# design 1

### Signal wires on met2, design 1

Scale bar: 100 um.
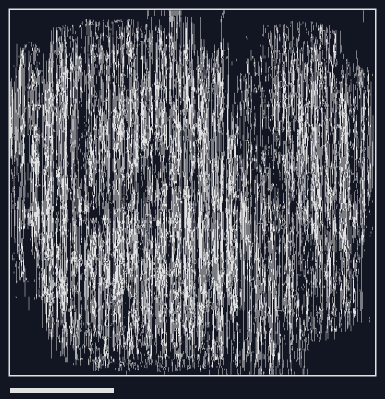

`config.mk`:
```
export PLATFORM = sky130hd
export DESIGN_NAME = alu_pipe_seq
export DESIGN_NICKNAME = d
export VERILOG_FILES = /design/src/rtl/alu_pipe_seq.sv
export SDC_FILE = /design/constraint.sdc
export NUM_CORES = 1
export LEC_CHECK = 0
export ABC_AREA = 1
export CORE_MARGIN = 2
export CORE_UTILIZATION = 25
export CTS_BUF_LIST = sky130_fd_sc_hd__clkbuf_8
export CTS_CLUSTER_SIZE = 20
export DETAILED_ROUTE_END_ITERATION = 10
export HOLD_SLACK_MARGIN = 0.15
export PLACE_DENSITY = 0.37
export SYNTH_ARGS = -nofsm -noshare
export SYNTH_HDL_FRONTEND = slang
export SYNTH_SLANG_ARGS = --single-unit
```
`constraint.sdc`:
```
create_clock -name in_clk -period 4.2 [get_ports in_clk]
set_clock_uncertainty 0.15 [all_clocks]
set_input_delay 0.42 -clock in_clk [delete_from_list [all_inputs] [get_ports in_clk]]
set_output_delay 0.42 -clock in_clk [all_outputs]
set_load 0.05 [all_outputs]
```
`src/rtl/alu_pipe_seq.sv`:
```
// WIDTH-bit ALU with valid/ready handshakes on both sides and registered results/flags.
// Single-cycle ops load the output at accept; MUL runs WIDTH shift-add iterations first.
module alu_pipe_seq #(
    parameter int WIDTH = 32,
    parameter int SHW   = $clog2(WIDTH)
) (
    input  logic             in_clk,
    input  logic             in_wdt_rst_n,
    input  logic             in_valid,
    output logic             in_ready,
    input  logic [4:0]       alu_sel,
    input  logic [WIDTH-1:0] in_1,
    input  logic [WIDTH-1:0] in_2,
    input  logic             in_carry,
    output logic             out_valid,
    input  logic             out_ready,
    output logic [WIDTH-1:0] out_alu,
    output logic             zero_flag,
    output logic             sign_flag,
    output logic             parity_flag,
    output logic             overflow_flag,
    output logic             carry_flag,
    output logic             Auxiliary_Carry_flag,
    output logic             out_illegal
);

    typedef enum logic {
        S_IDLE,
        S_MUL
    } state_e;

    typedef enum logic [4:0] {
        OP_ADD = 5'd0,
        OP_ADC = 5'd1,
        OP_SUB = 5'd2,
        OP_SBB = 5'd3,
        OP_AND = 5'd4,
        OP_OR  = 5'd5,
        OP_XOR = 5'd6,
        OP_NOT = 5'd7,
        OP_SHL = 5'd8,
        OP_SHR = 5'd9,
        OP_SAR = 5'd10,
        OP_ROL = 5'd11,
        OP_ROR = 5'd12,
        OP_CMP = 5'd13,
        OP_MUL = 5'd14,
        OP_INC = 5'd15,
        OP_DEC = 5'd16
    } op_e;

    localparam logic [SHW:0]   WIDTH_L  = (SHW+1)'(WIDTH);
    localparam logic [SHW-1:0] CNT_LAST = SHW'(WIDTH-1);

    state_e             state_q, state_d;
    logic               out_valid_q, out_valid_d;
    logic [WIDTH-1:0]   out_alu_q, out_alu_d;
    logic [5:0]         flags_q, flags_d;
    logic               illegal_q, illegal_d;
    logic [2*WIDTH-1:0] acc_q, acc_d;
    logic [2*WIDTH-1:0] mcand_q, mcand_d;
    logic [WIDTH-1:0]   mplier_q, mplier_d;
    logic [SHW-1:0]     cnt_q, cnt_d;

    logic [WIDTH-1:0]   opb;
    logic               cin;
    logic               is_sub;
    logic [WIDTH:0]     sum;
    logic               ovf;
    logic [SHW-1:0]     sh;
    logic [SHW:0]       sh_inv;
    logic [WIDTH:0]     sh_ext;
    logic [WIDTH-1:0]   rot;
    logic [WIDTH-1:0]   res;
    logic               c_f, v_f, a_f, ill;
    logic [5:0]         flg;
    logic [2*WIDTH-1:0] acc_step;
    logic [WIDTH-1:0]   mul_lo;
    logic               mul_hi;

    assign in_ready = (state_q == S_IDLE) && (!out_valid_q || out_ready);

    always_comb begin
        opb    = in_2;
        cin    = in_carry;
        is_sub = 1'b0;
        case (alu_sel)
            OP_ADD:         cin = 1'b0;
            OP_SUB, OP_CMP: begin is_sub = 1'b1; cin = 1'b0; end
            OP_SBB:         is_sub = 1'b1;
            OP_INC:         begin opb = WIDTH'(1); cin = 1'b0; end
            OP_DEC:         begin opb = WIDTH'(1); cin = 1'b0; is_sub = 1'b1; end
            default:        ;
        endcase

        // Bit WIDTH of the extended difference is the borrow; the carry/borrow
        // across the nibble boundary is recovered from bit 4 of operands and result.
        if (is_sub) begin
            sum = {1'b0, in_1} - {1'b0, opb} - (WIDTH+1)'(cin);
            ovf = (in_1[WIDTH-1] != opb[WIDTH-1]) && (sum[WIDTH-1] != in_1[WIDTH-1]);
        end else begin
            sum = {1'b0, in_1} + {1'b0, opb} + (WIDTH+1)'(cin);
            ovf = (in_1[WIDTH-1] == opb[WIDTH-1]) && (sum[WIDTH-1] != in_1[WIDTH-1]);
        end

        sh     = in_2[SHW-1:0];
        sh_inv = WIDTH_L - {1'b0, sh};
        sh_ext = '0;
        rot    = '0;
        res    = '0;
        c_f    = 1'b0;
        v_f    = 1'b0;
        a_f    = 1'b0;
        ill    = 1'b0;
        case (alu_sel)
            OP_ADD, OP_ADC, OP_SUB, OP_SBB, OP_INC, OP_DEC, OP_CMP: begin
                res = (alu_sel == OP_CMP) ? in_1 : sum[WIDTH-1:0];
                c_f = sum[WIDTH];
                v_f = ovf;
                a_f = in_1[4] ^ opb[4] ^ sum[4];
            end
            OP_AND: res = in_1 & in_2;
            OP_OR:  res = in_1 | in_2;
            OP_XOR: res = in_1 ^ in_2;
            OP_NOT: res = ~in_1;
            OP_SHL: begin
                sh_ext = {1'b0, in_1} << sh;
                res    = sh_ext[WIDTH-1:0];
                c_f    = sh_ext[WIDTH];
            end
            OP_SHR: begin
                sh_ext = {in_1, 1'b0} >> sh;
                res    = sh_ext[WIDTH:1];
                c_f    = sh_ext[0];
            end
            OP_SAR: begin
                sh_ext = $signed({in_1, 1'b0}) >>> sh;
                res    = sh_ext[WIDTH:1];
                c_f    = sh_ext[0];
            end
            OP_ROL: begin
                rot = (in_1 << sh) | (in_1 >> sh_inv);
                res = rot;
                c_f = (sh != '0) && rot[0];
            end
            OP_ROR: begin
                rot = (in_1 >> sh) | (in_1 << sh_inv);
                res = rot;
                c_f = (sh != '0) && rot[WIDTH-1];
            end
            OP_MUL:  ;
            default: ill = 1'b1;
        endcase
        flg = ill ? '0 : {~|res, res[WIDTH-1], ~^res, v_f, c_f, a_f};
    end

    always_comb begin
        acc_step = acc_q + (mplier_q[0] ? mcand_q : '0);
        mul_lo   = acc_step[WIDTH-1:0];
        mul_hi   = |acc_step[2*WIDTH-1:WIDTH];

        state_d     = state_q;
        out_valid_d = out_valid_q && !out_ready;
        out_alu_d   = out_alu_q;
        flags_d     = flags_q;
        illegal_d   = illegal_q;
        acc_d       = acc_q;
        mcand_d     = mcand_q;
        mplier_d    = mplier_q;
        cnt_d       = cnt_q;

        case (state_q)
            S_IDLE: begin
                if (in_valid && in_ready) begin
                    if (alu_sel == OP_MUL) begin
                        state_d  = S_MUL;
                        acc_d    = '0;
                        mcand_d  = (2*WIDTH)'(in_1);
                        mplier_d = in_2;
                        cnt_d    = '0;
                    end else begin
                        out_valid_d = 1'b1;
                        out_alu_d   = res;
                        flags_d     = flg;
                        illegal_d   = ill;
                    end
                end
            end
            S_MUL: begin
                acc_d    = acc_step;
                mcand_d  = mcand_q << 1;
                mplier_d = mplier_q >> 1;
                cnt_d    = cnt_q + 1'b1;
                if (cnt_q == CNT_LAST) begin
                    state_d     = S_IDLE;
                    out_valid_d = 1'b1;
                    out_alu_d   = mul_lo;
                    flags_d     = {~|mul_lo, mul_lo[WIDTH-1], ~^mul_lo, mul_hi, mul_hi, 1'b0};
                    illegal_d   = 1'b0;
                end
            end
            default: state_d = S_IDLE;
        endcase
    end

    always_ff @(posedge in_clk or negedge in_wdt_rst_n) begin
        if (!in_wdt_rst_n) begin
            state_q     <= S_IDLE;
            out_valid_q <= 1'b0;
            out_alu_q   <= '0;
            flags_q     <= '0;
            illegal_q   <= 1'b0;
            acc_q       <= '0;
            mcand_q     <= '0;
            mplier_q    <= '0;
            cnt_q       <= '0;
        end else begin
            state_q     <= state_d;
            out_valid_q <= out_valid_d;
            out_alu_q   <= out_alu_d;
            flags_q     <= flags_d;
            illegal_q   <= illegal_d;
            acc_q       <= acc_d;
            mcand_q     <= mcand_d;
            mplier_q    <= mplier_d;
            cnt_q       <= cnt_d;
        end
    end

    assign out_valid            = out_valid_q;
    assign out_alu              = out_alu_q;
    assign zero_flag            = flags_q[5];
    assign sign_flag            = flags_q[4];
    assign parity_flag          = flags_q[3];
    assign overflow_flag        = flags_q[2];
    assign carry_flag           = flags_q[1];
    assign Auxiliary_Carry_flag = flags_q[0];
    assign out_illegal          = illegal_q;

endmodule

```
# design 2

--- src/rtl/i4001_bus_if.sv ---
// Bus-side stage of the i4001 emulation: tracks the 4004 eight-phase cycle, fetches from ROM storage,
// drives OPR/OPA when selected. The SRC/WRR/RDR I/O port is built only when I4001_IO_PORT_EN is defined.
module i4001_bus_if #(
  parameter logic [3:0] CHIP_ID = 4'h0,
  parameter logic [3:0] IO_MASK = 4'hF
) (
  input  logic       CLK,
  input  logic       RESET,
  input  logic       SYNC,
  input  logic       CM_ROM,
  input  logic [3:0] D_IN,
  output logic [3:0] D_OUT,
  output logic       D_OE,
  output logic [7:0] rom_addr,
  output logic       rom_rd,
  input  logic [7:0] rom_data,
  input  logic [3:0] io_in,
  output logic [3:0] io_out,
  output logic [2:0] phase,
  output logic       active
);

  typedef enum logic [3:0] {
    S_IDLE, S_A1, S_A2, S_A3, S_M1, S_M2, S_X1, S_X2, S_X3
  } state_e;

  state_e      state_q, state_d;
  logic [7:0]  rom_addr_q, rom_addr_d;
  logic        sel_q, sel_d;
  logic [7:0]  rom_byte_q, rom_byte_d;
  logic        rdr_en;
  logic [3:0]  rdr_data;

  // SYNC wins from any state, which doubles as the resync path.
  always_comb begin
    state_d = state_q;
    if (SYNC) begin
      state_d = S_A1;
    end else begin
      unique case (state_q)
        S_IDLE:  state_d = S_IDLE;
        S_A1:    state_d = S_A2;
        S_A2:    state_d = S_A3;
        S_A3:    state_d = S_M1;
        S_M1:    state_d = S_M2;
        S_M2:    state_d = S_X1;
        S_X1:    state_d = S_X2;
        S_X2:    state_d = S_X3;
        S_X3:    state_d = S_IDLE;
        default: state_d = S_IDLE;
      endcase
    end
  end

  // NOTE: every output of a combinational block gets a default first so no path infers a latch.
  always_comb begin
    rom_addr_d = rom_addr_q;
    sel_d      = sel_q;
    rom_byte_d = rom_byte_q;
    rom_rd     = 1'b0;
    D_OE       = 1'b0;
    D_OUT      = 4'h0;
    unique case (state_q)
      S_A1: rom_addr_d[3:0] = D_IN;
      S_A2: rom_addr_d[7:4] = D_IN;
      S_A3: begin
        sel_d  = (D_IN == CHIP_ID) && CM_ROM;
        rom_rd = sel_d;
      end
      S_M1: begin
        // ROM storage answers one cycle after the A3 strobe, so OPR is passed straight through.
        rom_byte_d = rom_data;
        if (sel_q) begin
          D_OE  = 1'b1;
          D_OUT = rom_data[7:4];
        end
      end
      S_M2: begin
        if (sel_q) begin
          D_OE  = 1'b1;
          D_OUT = rom_byte_q[3:0];
        end
      end
      S_X2: begin
        if (rdr_en) begin
          D_OE  = 1'b1;
          D_OUT = rdr_data;
        end
      end
      default: ;
    endcase
  end

  always_comb begin
    phase = 3'd0;
    unique case (state_q)
      S_A1:    phase = 3'd0;
      S_A2:    phase = 3'd1;
      S_A3:    phase = 3'd2;
      S_M1:    phase = 3'd3;
      S_M2:    phase = 3'd4;
      S_X1:    phase = 3'd5;
      S_X2:    phase = 3'd6;
      S_X3:    phase = 3'd7;
      default: phase = 3'd0;
    endcase
  end

  assign active   = (state_q != S_IDLE);
  assign rom_addr = rom_addr_q;

  // NOTE: sequential state is updated with non-blocking assignments only.
  always_ff @(posedge CLK) begin
    if (RESET) begin
      state_q    <= S_IDLE;
      rom_addr_q <= 8'h00;
      sel_q      <= 1'b0;
      rom_byte_q <= 8'h00;
    end else begin
      state_q    <= state_d;
      rom_addr_q <= rom_addr_d;
      sel_q      <= sel_d;
      rom_byte_q <= rom_byte_d;
    end
  end

`ifdef I4001_IO_PORT_EN
  logic       io_cmd_q, io_cmd_d;
  logic [3:0] opa_q, opa_d;
  logic       src_hit_q, src_hit_d;
  logic [3:0] io_out_q, io_out_d;

  // io_cmd/opa describe this cycle's instruction; src_hit survives until the next SRC.
  always_comb begin
    io_cmd_d  = io_cmd_q;
    opa_d     = opa_q;
    src_hit_d = src_hit_q;
    io_out_d  = io_out_q;
    rdr_en    = 1'b0;
    if (state_q == S_M2) begin
      io_cmd_d = CM_ROM;
      opa_d    = sel_q ? rom_byte_q[3:0] : D_IN;
    end
    if (state_q == S_X2) begin
      if (CM_ROM && !io_cmd_q) begin
        src_hit_d = (D_IN == CHIP_ID);
      end
      if (io_cmd_q && src_hit_q && (opa_q == 4'h2)) begin
        io_out_d = (D_IN & IO_MASK) | (io_out_q & ~IO_MASK);
      end
      if (io_cmd_q && src_hit_q && (opa_q == 4'hA)) begin
        rdr_en = 1'b1;
      end
    end
  end

  assign rdr_data = io_in & ~IO_MASK;
  assign io_out   = io_out_q;

  always_ff @(posedge CLK) begin
    if (RESET) begin
      io_cmd_q  <= 1'b0;
      opa_q     <= 4'h0;
      src_hit_q <= 1'b0;
      io_out_q  <= 4'h0;
    end else begin
      io_cmd_q  <= io_cmd_d;
      opa_q     <= opa_d;
      src_hit_q <= src_hit_d;
      io_out_q  <= io_out_d;
    end
  end
`else
  logic unused_io_in;
  assign unused_io_in = ^io_in;
  assign rdr_en       = 1'b0;
  assign rdr_data     = 4'h0;
  assign io_out       = 4'h0;
`endif

endmodule

--- config.mk ---
export PLATFORM = sky130hd
export DESIGN_NAME = i4001_bus_if
export DESIGN_NICKNAME = d
export VERILOG_FILES = /design/src/rtl/i4001_bus_if.sv
export SDC_FILE = /design/constraint.sdc
export NUM_CORES = 1
export LEC_CHECK = 0
export ABC_AREA = 1
export CAP_MARGIN = 20
export CORE_ASPECT_RATIO = 0.7
export CORE_MARGIN = 2
export CORE_UTILIZATION = 37
export DETAILED_ROUTE_END_ITERATION = 6
export PLACE_DENSITY_LB_ADDON = 0.05
export SYNTH_ARGS = -nofsm -noshare
export SYNTH_HDL_FRONTEND = slang
export SYNTH_SLANG_ARGS = --single-unit
--- constraint.sdc ---
create_clock -name CLK -period 3.44 [get_ports CLK]
set_input_delay 0.688 -clock CLK [delete_from_list [all_inputs] [get_ports CLK]]
set_output_delay 0.688 -clock CLK [all_outputs]
set_load 0.02 [all_outputs]
# design 3

[src/rtl/regfile_dump_reader_pkg.sv]
// Shared definitions for the register-file dump reader.
//   DEF_NUM_REGS / DEF_ADDR_W / DEF_DATA_W : default geometry of the walked file
//   state_t                                : dump sequencer states
package regfile_dump_reader_pkg;

    localparam int unsigned DEF_NUM_REGS = 8;
    localparam int unsigned DEF_ADDR_W   = 3;
    localparam int unsigned DEF_DATA_W   = 32;

    typedef enum logic [1:0] {
        S_IDLE = 2'd0,
        S_READ = 2'd1,
        S_HOLD = 2'd2,
        S_DONE = 2'd3
    } state_t;

endpackage

[src/rtl/regfile_dump_reader_register32_r_en.sv]
// Enabled holding register with asynchronous active-low reset.
//   i_clk   : rising-edge clock
//   i_rst_n : asynchronous active-low reset, clears o_q
//   i_en    : load enable
//   i_d     : data loaded when i_en is high
//   o_q     : held value
module register32_r_en #(
    parameter int unsigned WIDTH = 32
) (
    input  logic             i_clk,
    input  logic             i_rst_n,
    input  logic             i_en,
    input  logic [WIDTH-1:0] i_d,
    output logic [WIDTH-1:0] o_q
);

    logic [WIDTH-1:0] r_q;

    always_ff @(posedge i_clk or negedge i_rst_n) begin
        if (!i_rst_n) begin
            r_q <= '0;
        end else if (i_en) begin
            r_q <= i_d;
        end
    end

    assign o_q = r_q;

endmodule

[src/rtl/regfile_dump_reader.sv]
// Register-file dump reader: on a start pulse, walks registers 0..NUM_REGS-1
// through the file's read port and streams each word out over valid/ready.
//   clk, reset_n : clock, asynchronous active-low reset
//   start        : dump request, only honoured when idle
//   rd_addr      : read address driven to the register file
//   rd_data      : combinational read data for rd_addr
//   out_data     : word captured in the READ cycle
//   out_addr     : register address of out_data
//   out_valid    : out_data/out_addr valid, held until out_ready
//   out_ready    : sink accept
//   busy         : dump in progress
//   done         : one-cycle pulse after the last word is accepted
module regfile_dump_reader
    import regfile_dump_reader_pkg::*;
#(
    parameter int unsigned NUM_REGS = DEF_NUM_REGS,
    parameter int unsigned ADDR_W   = DEF_ADDR_W,
    parameter int unsigned DATA_W   = DEF_DATA_W
) (
    input  logic              clk,
    input  logic              reset_n,
    input  logic              start,
    output logic [ADDR_W-1:0] rd_addr,
    input  logic [DATA_W-1:0] rd_data,
    output logic [DATA_W-1:0] out_data,
    output logic [ADDR_W-1:0] out_addr,
    output logic              out_valid,
    input  logic              out_ready,
    output logic              busy,
    output logic              done
);

    localparam logic [ADDR_W-1:0] LAST_ADDR = ADDR_W'(NUM_REGS - 1);

    state_t            r_state;
    logic [ADDR_W-1:0] r_rd_addr;
    logic [ADDR_W-1:0] r_out_addr;
    logic              r_out_valid;
    logic              r_busy;
    logic              r_done;
    logic              w_capture;

    // Word is snapshotted from the file only in READ; held through any stall.
    assign w_capture = (r_state == S_READ);

    register32_r_en #(
        .WIDTH(DATA_W)
    ) u_out_data (
        .i_clk  (clk),
        .i_rst_n(reset_n),
        .i_en   (w_capture),
        .i_d    (rd_data),
        .o_q    (out_data)
    );

    always_ff @(posedge clk or negedge reset_n) begin
        if (!reset_n) begin
            r_state     <= S_IDLE;
            r_rd_addr   <= '0;
            r_out_addr  <= '0;
            r_out_valid <= 1'b0;
            r_busy      <= 1'b0;
            r_done      <= 1'b0;
        end else begin
            case (r_state)
                S_IDLE: begin
                    r_done <= 1'b0;
                    if (start) begin
                        r_rd_addr <= '0;
                        r_busy    <= 1'b1;
                        r_state   <= S_READ;
                    end
                end
                S_READ: begin
                    r_out_addr  <= r_rd_addr;
                    r_out_valid <= 1'b1;
                    r_state     <= S_HOLD;
                end
                S_HOLD: begin
                    if (out_ready) begin
                        r_out_valid <= 1'b0;
                        if (r_rd_addr == LAST_ADDR) begin
                            // done is registered so it is high exactly while in DONE
                            r_done  <= 1'b1;
                            r_state <= S_DONE;
                        end else begin
                            r_rd_addr <= r_rd_addr + ADDR_W'(1);
                            r_state   <= S_READ;
                        end
                    end
                end
                S_DONE: begin
                    r_done    <= 1'b0;
                    r_busy    <= 1'b0;
                    r_rd_addr <= '0;
                    r_state   <= S_IDLE;
                end
                default: begin
                    r_state <= S_IDLE;
                end
            endcase
        end
    end

    assign rd_addr   = r_rd_addr;
    assign out_addr  = r_out_addr;
    assign out_valid = r_out_valid;
    assign busy      = r_busy;
    assign done      = r_done;

endmodule

[config.mk]
export PLATFORM = sky130hd
export DESIGN_NAME = regfile_dump_reader
export DESIGN_NICKNAME = d
export VERILOG_FILES = /design/src/rtl/regfile_dump_reader_pkg.sv /design/src/rtl/regfile_dump_reader_register32_r_en.sv /design/src/rtl/regfile_dump_reader.sv
export SDC_FILE = /design/constraint.sdc
export NUM_CORES = 1
export LEC_CHECK = 0
export ABC_AREA = 1
export CORE_MARGIN = 4
export CORE_UTILIZATION = 38
export DETAILED_ROUTE_END_ITERATION = 8
export GPL_TIMING_DRIVEN = 0
export MAX_ROUTING_LAYER = met4
export PLACE_DENSITY_LB_ADDON = 0.2
export RECOVER_POWER = 25
export SLEW_MARGIN = 20
export SYNTH_ARGS = -nofsm -noshare
export SYNTH_HDL_FRONTEND = slang
export SYNTH_SLANG_ARGS = --single-unit
[constraint.sdc]
create_clock -name clk -period 1.19 [get_ports clk]
set_input_delay 0.119 -clock clk [delete_from_list [all_inputs] [get_ports clk]]
set_output_delay 0.119 -clock clk [all_outputs]
set_load 0.05 [all_outputs]
# design 4

`src/rtl/snes_pad_poller.sv`:
```
// rtl/snes_pad_poller.sv - multi-pad SNES/NES controller poller with per-frame edge masks
// Shared latch/clock pair, NUM_PADS serial data lines, autonomous or on-demand frames.
module snes_pad_poller #(
    parameter int NUM_PADS = 2,
    parameter int CLK_DIV  = 16,
    parameter int POLL_DIV = 65536
) (
    input  logic                     clock,
    input  logic                     rst,
    input  logic                     auto_en,
    input  logic                     trigger,
    input  logic                     nes_mode,
    input  logic [NUM_PADS-1:0]      snes_data,
    output logic                     snes_latch,
    output logic                     snes_clock,
    output logic                     busy,
    output logic                     frame_valid,
    output logic [16*NUM_PADS-1:0]   buttons,
    output logic [16*NUM_PADS-1:0]   pressed,
    output logic [16*NUM_PADS-1:0]   released,
    output logic [NUM_PADS-1:0]      present
);

    localparam int TW = $clog2(2 * CLK_DIV) + 1;
    localparam int PW = $clog2(POLL_DIV) + 1;
    localparam logic [TW-1:0] LATCH_END = TW'(2 * CLK_DIV - 1);
    localparam logic [TW-1:0] HALF_END  = TW'(CLK_DIV - 1);
    localparam logic [PW-1:0] POLL_END  = PW'(POLL_DIV - 1);

    typedef enum logic [2:0] {IDLE, LATCH, LOW, HIGH, DONE} state_t;

    state_t                        state, state_nx;
    logic [TW-1:0]                 tmr;
    logic [3:0]                    bit_idx;
    logic [PW-1:0]                 poll_cnt;
    logic                          pending;
    logic                          mode;
    logic [NUM_PADS-1:0][15:0]     raw;
    logic [NUM_PADS-1:0][15:0]     new_btn;
    logic [NUM_PADS-1:0]           new_pres;
    logic                          start;
    logic                          sample;
    logic [3:0]                    sample_idx;
    logic [3:0]                    last_bit;
    logic                          poll_hit;

    assign poll_hit = auto_en && (poll_cnt == POLL_END);
    assign last_bit = mode ? 4'd7 : 4'd15;

    always_comb begin
        state_nx   = state;
        start      = 1'b0;
        sample     = 1'b0;
        sample_idx = bit_idx + 4'd1;
        case (state)
            IDLE: begin
                if (pending) begin
                    state_nx = LATCH;
                    start    = 1'b1;
                end
            end
            LATCH: begin
                if (tmr == LATCH_END) begin
                    state_nx   = LOW;
                    sample     = 1'b1;
                    sample_idx = 4'd0;
                end
            end
            LOW: begin
                if (tmr == HALF_END) state_nx = HIGH;
            end
            HIGH: begin
                if (tmr == HALF_END) begin
                    if (bit_idx == last_bit) begin
                        state_nx = DONE;
                    end else begin
                        state_nx = LOW;
                        sample   = 1'b1;
                    end
                end
            end
            DONE:    state_nx = IDLE;
            default: state_nx = IDLE;
        endcase
    end

    // ID nibble is published as read (all ones for a real SNES pad); buttons are inverted.
    always_comb begin
        new_btn  = '0;
        new_pres = '0;
        for (int p = 0; p < NUM_PADS; p++) begin
            if (mode) begin
                new_btn[p]  = {8'h00, ~raw[p][7:0]};
                new_pres[p] = 1'b1;
            end else begin
                new_pres[p] = &raw[p][15:12];
                new_btn[p]  = new_pres[p] ? {raw[p][15:12], ~raw[p][11:0]} : 16'h0000;
            end
        end
    end

    always_ff @(posedge clock) begin
        if (rst) state <= IDLE;
        else     state <= state_nx;
    end

    always_ff @(posedge clock) begin
        if (rst) begin
            tmr         <= '0;
            bit_idx     <= '0;
            poll_cnt    <= '0;
            pending     <= 1'b0;
            mode        <= 1'b0;
            raw         <= '0;
            snes_latch  <= 1'b0;
            snes_clock  <= 1'b1;
            busy        <= 1'b0;
            frame_valid <= 1'b0;
            buttons     <= '0;
            pressed     <= '0;
            released    <= '0;
            present     <= '0;
        end else begin
            tmr      <= (state_nx != state || state == IDLE) ? '0 : tmr + TW'(1);
            poll_cnt <= (!auto_en || poll_hit) ? '0 : poll_cnt + PW'(1);
            // A request landing on the start cycle stays pending for one more frame.
            pending  <= (pending && !start) || trigger || poll_hit;

            if (start) begin
                mode    <= nes_mode;
                bit_idx <= '0;
            end else if (state == HIGH && state_nx == LOW) begin
                bit_idx <= bit_idx + 4'd1;
            end

            if (sample) begin
                for (int p = 0; p < NUM_PADS; p++) raw[p][sample_idx] <= snes_data[p];
            end

            snes_latch  <= (state_nx == LATCH);
            snes_clock  <= (state_nx != LOW);
            busy        <= (state_nx != IDLE);
            frame_valid <= (state_nx == DONE);

            if (state_nx == DONE) begin
                for (int p = 0; p < NUM_PADS; p++) begin
                    buttons[16*p +: 16]  <= new_btn[p];
                    pressed[16*p +: 16]  <= new_btn[p] & ~buttons[16*p +: 16];
                    released[16*p +: 16] <= ~new_btn[p] & buttons[16*p +: 16];
                end
                present <= new_pres;
            end
        end
    end

endmodule
```
`config.mk`:
```
export PLATFORM = sky130hd
export DESIGN_NAME = snes_pad_poller
export DESIGN_NICKNAME = d
export VERILOG_FILES = /design/src/rtl/snes_pad_poller.sv
export SDC_FILE = /design/constraint.sdc
export NUM_CORES = 1
export LEC_CHECK = 0
export CAP_MARGIN = 30
export CORE_MARGIN = 10
export CORE_UTILIZATION = 50
export CTS_CLUSTER_SIZE = 14
export DETAILED_ROUTE_END_ITERATION = 10
export GPL_ROUTABILITY_DRIVEN = 0
export PLACE_DENSITY_LB_ADDON = 0.05
export SLEW_MARGIN = 20
export SYNTH_ARGS = -nofsm -noshare
export SYNTH_HDL_FRONTEND = slang
export SYNTH_SLANG_ARGS = --single-unit
```
`constraint.sdc`:
```
create_clock -name clock -period 4.28 [get_ports clock]
set_input_delay 0.428 -clock clock [delete_from_list [all_inputs] [get_ports clock]]
set_output_delay 0.428 -clock clock [all_outputs]
set_load 0.02 [all_outputs]
```

==> screenshots <==
Cell classes on the final placement.
image #1
Scale bar: 20 um. Fill, decap, tap and diode cells in grey.
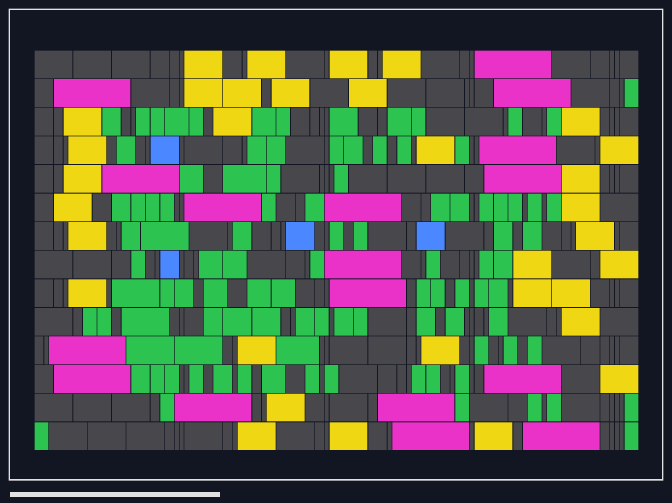
image #2
Scale bar: 100 um. Fill, decap, tap and diode cells in grey.
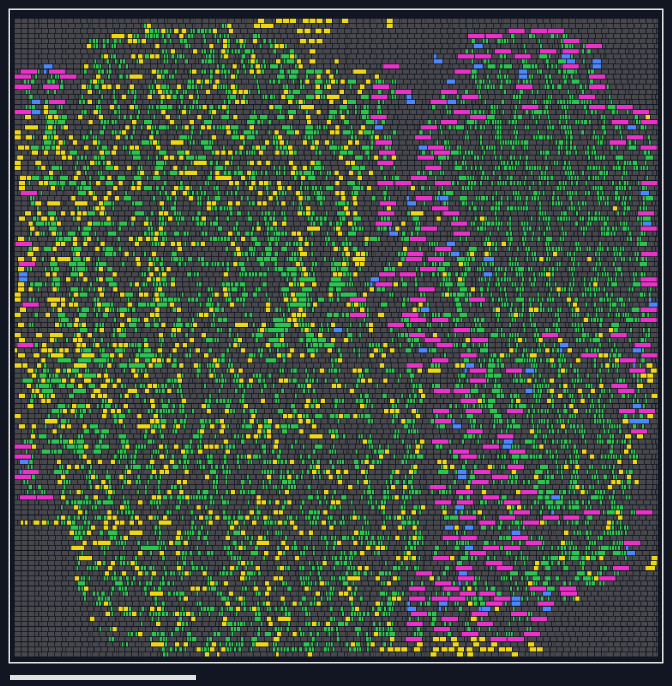
image #3
Scale bar: 50 um. Fill, decap, tap and diode cells in grey.
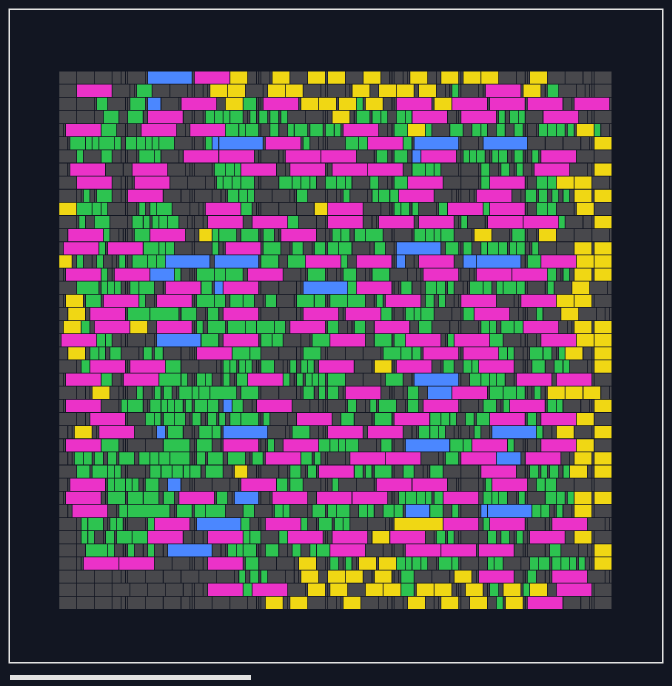
image #4
Scale bar: 20 um. Fill, decap, tap and diode cells in grey.
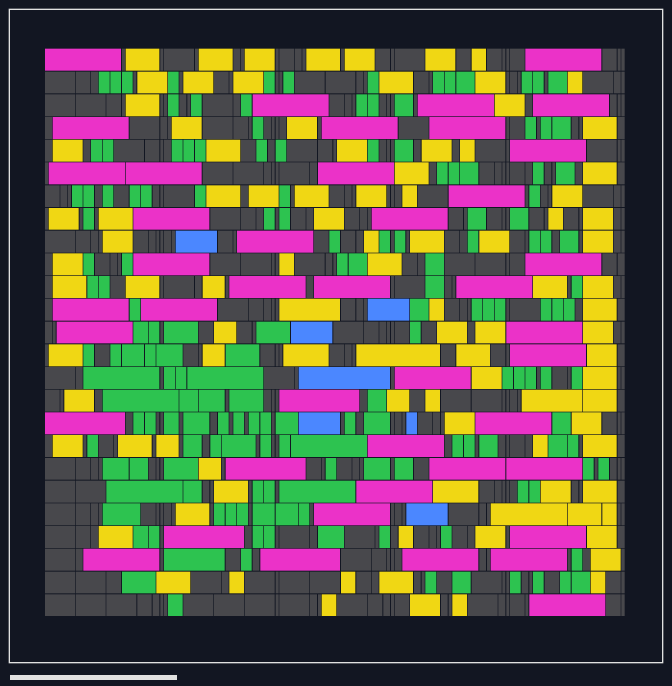
Of these, smallest die: image #1
Of these, fewest sequential cells: image #1
For design 1, see image #2.
For design 3, see image #4.
For design 4, see image #3.
For design 2, see image #1.

Key to image #3:
| colour | class | cells |
|---|---|---|
| yellow | remaining buffers and delay cells | 112 |
| magenta | registers | 166 |
| green | remaining logic cells | 529 |
| blue | clock drivers and dummy loads | 32 |

### Floorplan with the power grid, design 2

Pins as bars on the die edge. Tap cells in grey.
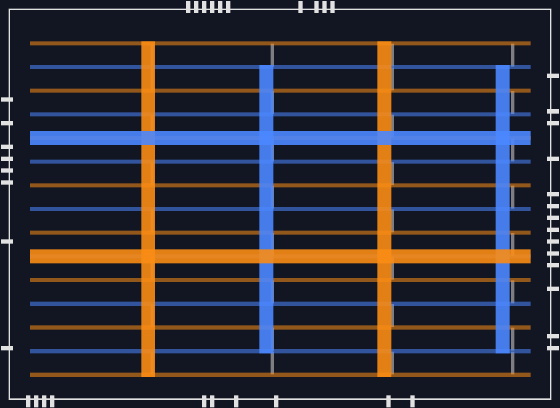
| colour | net |
|---|---|
| orange | VSS |
| blue | VDD |
signal pins: 42
rows: 14
met5 straps: 2
tap cells: 32

==> CHANGELOG.md, design 2 <==
## Flow update

* Clk pwr at between 0.1 and 0.15 mW
* Initial antenna violation count at 0
* Worst R2R Path Depth at 5
* Power per cell area at 318 nW/um^2
* CTS tree: yes
* Status: finished clean
* Routed len/inst at ~10 um
* CTS resizes at 0
* Crit path launch type: input pin
* Fraction of layout instances using a drive strength above 1 at 0.0903
* Rows at 14
* Synth unique cells at 24
* Compound-Gate Fraction of Synth Area at 0.152
* CTS H-tree depth at 1
* Yosys chip area at between 800 and 900 um^2
* CP Class: input pin to primary output
* Vias per inst at 4.57
* Syn Std Cell Area at 872 um^2
* Reg-to-reg endpoint: rom_byte_q[2]
* Iter 0 DRT Violations at 36
* Total core area at 2190 um^2
* I/O Buffers at 33
* Clk pwr share at 0.279
* Worst Hold Class: flop to flop
* CTS Buffer Depth at 2
* GR Util met2 at 0.242
* Avg Cell Area, Syn at 7.21 um^2
* Period utilisation layout at 0.814
* Chip Area at 2770 um^2
[design 2: critical path, stage by stage]
cell and delay [ns]:
clkdlybuf4s50_1 0.44, nor2_1 0.10, nand2_1 0.06, nor2_1 0.09, nand2_1 0.08, inv_1 0.06, clkdlybuf4s50_1 0.59
[design 2: synth_stat cells (all sizes together)]
| cell type | number |
|---|---|
| ha | 5 |
| o211ai | 2 |
| conb | 1 |
| nand2 | 26 |
| inv | 13 |
| buf | 6 |
| nand3 | 5 |
| a21boi | 1 |
| nor3 | 1 |
| clkinv | 2 |
| nor2 | 21 |
| a21oi | 6 |
| dfxtp | 17 |
| o21ai | 11 |
| o22ai | 4 |
[design 2: cell type report]
| class | instances | area, um^2 | share of cell area |
|---|---|---|---|
| clock inverter | 1 | 5.00 | 0.00403 |
| tap | 32 | 40.0 | 0.0322 |
| clock buffer | 3 | 22.5 | 0.0181 |
| inverter | 15 | 60.1 | 0.0483 |
| sequential | 17 | 340 | 0.274 |
| timing repair buffer | 33 | 330 | 0.266 |
| multi-input combinational | 86 | 444 | 0.358 |
[design 2: sequential cells by signal, summed over array words and instances, names as in the netlist]
name / flops
rom_byte_q: 4
sel_q: 1
rom_addr: 8
state_q: 4
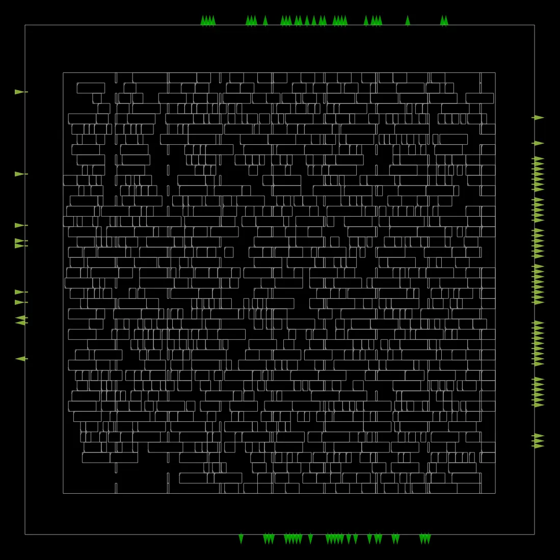
*Cell outlines without signal wires, design 4*
flop count: 166
total core area: 12,800 um^2
Rows: 41

==> CHANGELOG.md, design 4 <==
## Flow update

* Log Warnings at 27
* Hold buffers post-CTS at 0
* Leak at 2.88 nW
* Critical Path Sink: pressed[6]
* Largest net degree at the start of global routing at about 120
* Max layer used: met4
* Worst setup EP type: flop
* Clock slew at reported path FFs at 0.06 ns
* Latency at later pin at around 0.42 ns
* CP max stage delay at ~0.57 ns
* Status: finished clean
* Hpwl dp at around 11 mm
* Critical Path Start: bit_idx[0]
* Compound-Gate Fraction of Synth Area at 0.128
* Dominant logic cell type in the layout: dfxtp_1
==> design 4: cell type report <==
cell class,instances,area (um^2)
tap,172,215
clock buffer,24,502
fill,1063,4490
timing repair buffer,112,1130
inverter,7,26.3
clock inverter,8,47.5
sequential,166,3320
multi-input combinational,522,3040
==> design 4: metal layers <==
layer	global-route usage	vias to the layer above
met1	0.201	2531
met5	0	-
met2	0.272	98
li1	-	2748
met3	0.0438	7
met4	0.0652	0
==> design 4: cells in the mapped netlist (5+ instances only) <==
cell,number,area share
nand2_1,126,0.071
a21oi_1,104,0.079
nor3_1,7,0.0053
clkbuf_1,48,0.027
o211ai_1,25,0.028
inv_1,7,0.0040
xnor2_1,8,0.011
nand4_1,7,0.0066
xor2_1,13,0.017
dfxtp_1,166,0.50
nand2b_1,36,0.034
nand3_1,17,0.013
o21ai_0,5,0.0038
mux2i_1,32,0.048
or3_1,36,0.034
nor2_1,42,0.024
or4_1,24,0.027
==> design 4: registers in the layout, indices dropped and copies added (netlist names) <==
register / flops
buttons: 32
pressed: 32
raw: 32
released: 32
poll_cnt: 17
tmr: 6
bit_idx: 4
state: 3
present: 2
busy: 1
frame_valid: 1
mode: 1
pending: 1
snes_clock: 1
snes_latch: 1
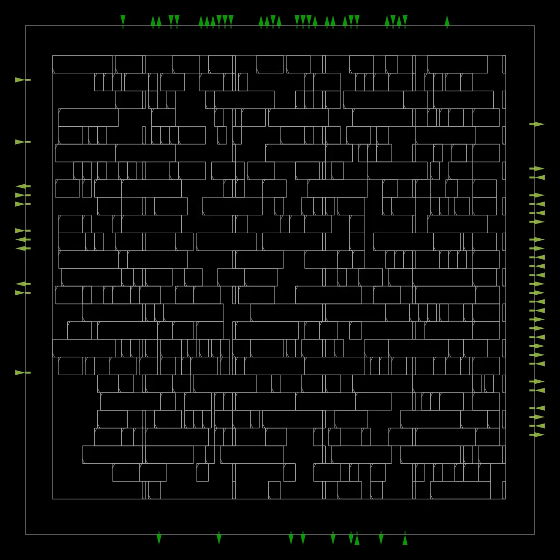
*Cell outlines without signal wires, design 3*
Seq area share: 0.340
total core area: 4720 um^2
tally of non-filler cells in the final layout: 378
Rows: 25
fin util: 0.674

==> CHANGELOG.md, design 3 <==
## Flow update

* Status: complete, but fails checks
* Violated checks: setup timing
* Largest class: registers
* Synth unique cells at 14
* Critical-path top delay cell: dfrtp_2
* Routed wl met2 at around 2.3 mm
* I/O Buffers at between 70 and 80
* Final worst slack at -0.0835 ns
* Register Area at about 1100 um^2
* Power per cell area at between 3000 and 4000 nW/um^2
* Worst Hold Class: input pin to async pin
* Crit path launch type: flop
* Final setup viols at 30
* Slew @ Worst Pin at 0.522 ns
* Post-synth EDFFs at 0
* Maxcap violations at 0
* RD Place Congestion at 0.820
* Post-synth ARST share at 1.00
* Top area cell types: dfrtp_1 58%, nand2_1 24%, ha_1 4.7%
* Seq. pwr at 2.54 mW
* RR Startpoint: r_state[0]
* Flop count at about 43
* WP buf/inv at 4
* Clock sink count at ~43
* Vias in the first global route at approximately 1,600
design 3: cell usage in the layout (no fill, tap or decap), types with 12 or more instances in the layout:
master,n
clkdlybuf4s15_2,25
buf_2,16
dfrtp_1,38
inv_1,12
clkdlybuf4s50_1,34
nand2_2,23
nand2_1,93
design 3: per-stage QoR:
step                setup slack (ns)  area, um^2  TNS [ns]  utilization  hold slack (ns)
floorplan                    -0.0928        1920     -1.26            -           -0.177
global placement               -1.35        2760    -58.26        0.584            0.452
detailed placement            -0.224        2780     -7.12        0.588            0.105
CTS                          -0.0717        3050     -1.36        0.645            0.328
global route                  -0.139        3190     -4.02        0.674            0.349
finish                       -0.0835        3190     -1.46        0.674            0.336
design 3: logic make-up after synthesis:
group                      share of synthesized area
and+or+nand+nor                                0.262
DFF                                            0.577
buffers and inverters                         0.0732
AOI/OAI and AO/OA                             0.0403
adders and majority gates                     0.0470
design 3: timing repair:
item	4_1_cts	5_1_grt
hold endpoints to repair	18	0
endpoints found under the setup margin	82	51
hold buffers	1	0
pin swaps	8	14
cloned	2	1
resized	155	70
buffers inserted	3	7
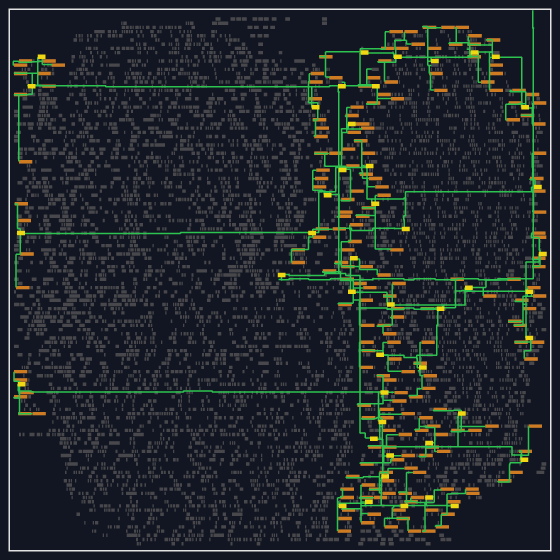
*Clock wires, drivers and flops, design 1*
[orange] flip-flops | count: 206
[green] clock wires | length: 4,890 um
[yellow] clock-net drivers | count: 45
routed clock nets: 46

## Picture notes: 'Signal wires on met2' of design 1
main direction: vertical
share of all routed wire: 46%
longest straight run: 157 um
nets with wire on the layer: 5,137

==> CHANGELOG.md, design 1 <==
## Flow update

* Status: complete, but fails checks
* Violated checks: setup timing
* IO Pins at about 120
* Power per cell area at about 700 nW/um^2
* Yosys warns at 0
* CP Class: input pin to flop
* Top area cell types: nand2_1 23%, dfrtp_1 17%, ha_1 11%
* Final worst slack at -0.288 ns
* Synth Area in Adders at 0.111
* Die H at around 350 um
* Final setup viols at 2
* Final Hold Viols at 0
* Max Fanout on Critical Path at 4
* Placement Cell Area at 40,600 um^2
* Buffering overhead at 0.233
* Tally of non-filler cells in the final layout at between 7,000 and 8,000
* Hpwl dp at ~160 mm
* Grt met1 use at 0.381
* FMAX at 223 MHz
* Slew @ Worst Pin at ~0.86 ns
* Synth unique cells at 65
* Syn Std Cell Area at 29,900 um^2
* Latency at later pin at slightly above 0.7 ns
* Nets@finish at around 6,700
* Total track usage at 0.302
* Combinational share of cell area at 0.503
* Die Wd at 350 um
* Initial antenna violation count at 13
* Period utilisation layout at 1.07
* # Taps at approximately 1,600
-- design 1: worst paths after layout --
path                              start    endpoint  slack (ns)  cells after the start
min in group asynchronous  in_wdt_rst_n    acc_q[9]        0.71                      3
max                          alu_sel[4]  flags_q[3]       -0.29                     36
min reg2reg                  out_alu[6]  out_alu[6]        0.33                      2
min                          out_alu[6]  out_alu[6]        0.33                      2
max in group asynchronous  in_wdt_rst_n    acc_q[3]        1.83                      4
max reg2reg                 mplier_q[0]  flags_q[3]       -0.11                     24
-- design 1: placed cells by master (no fill, tap or decap), types with 24 or more instances in the layout --
cell type / n
nand2_1: 1776
buf_4: 1046
inv_1: 769
nor2_1: 488
o21ai_0: 333
nand3_1: 268
ha_1: 248
a21oi_1: 233
dfrtp_1: 204
clkdlybuf4s50_1: 102
o22ai_1: 96
o21ai_1: 66
or2_2: 60
clkbuf_8: 59
o211ai_1: 55
nor3_1: 47
nand4_1: 46
buf_12: 37
inv_2: 32
a221oi_1: 27
nand3b_1: 25
xor2_1: 24
-- design 1: where the power goes --
group	total (mW)	internal [mW]	switching, mW
Clock	2.44	1.33	1.12
Combinational	23.0	9.09	13.9
Sequential	3.54	2.91	0.632


==> layout pictures side by side <==
Floorplan with the power grid.
Pins as bars on the die edge. Tap cells in grey.
Plate I
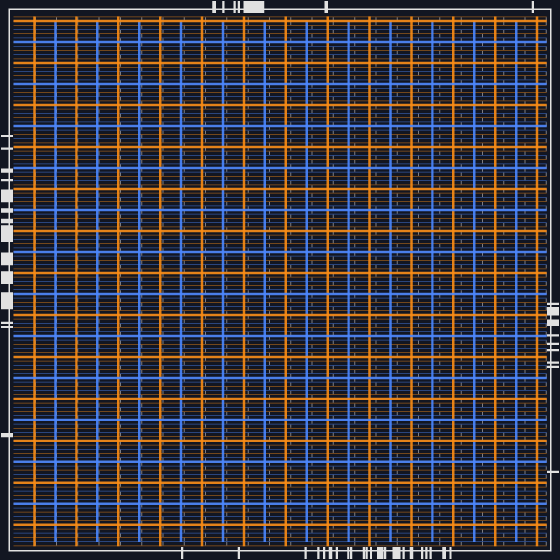
Plate II
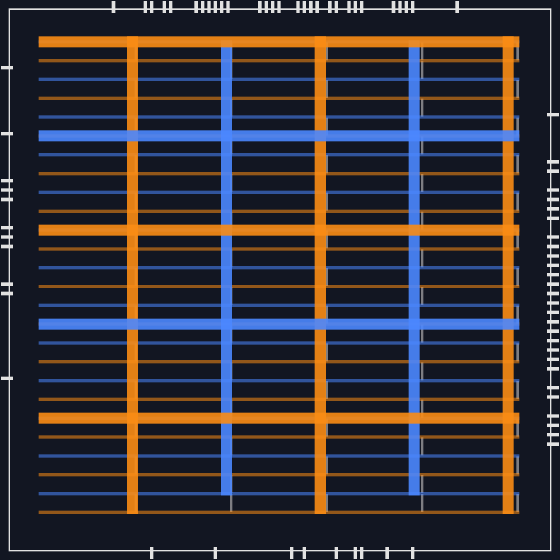
Plate III
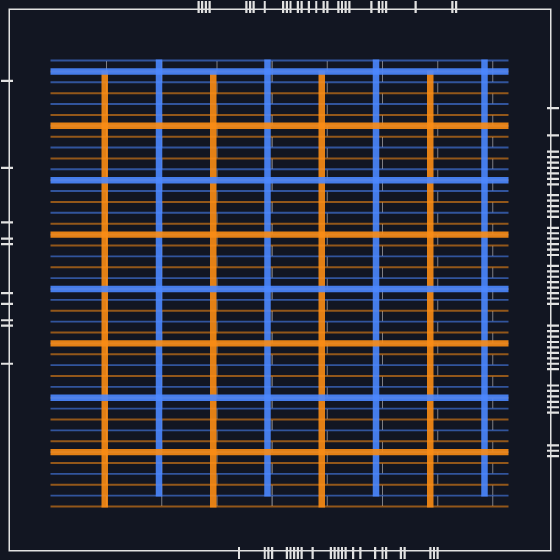
Of these, smallest die: Plate II
Plate II: design 3
Plate III: design 4
Plate I: design 1

Power is estimated from default activity; no workload was simulated.
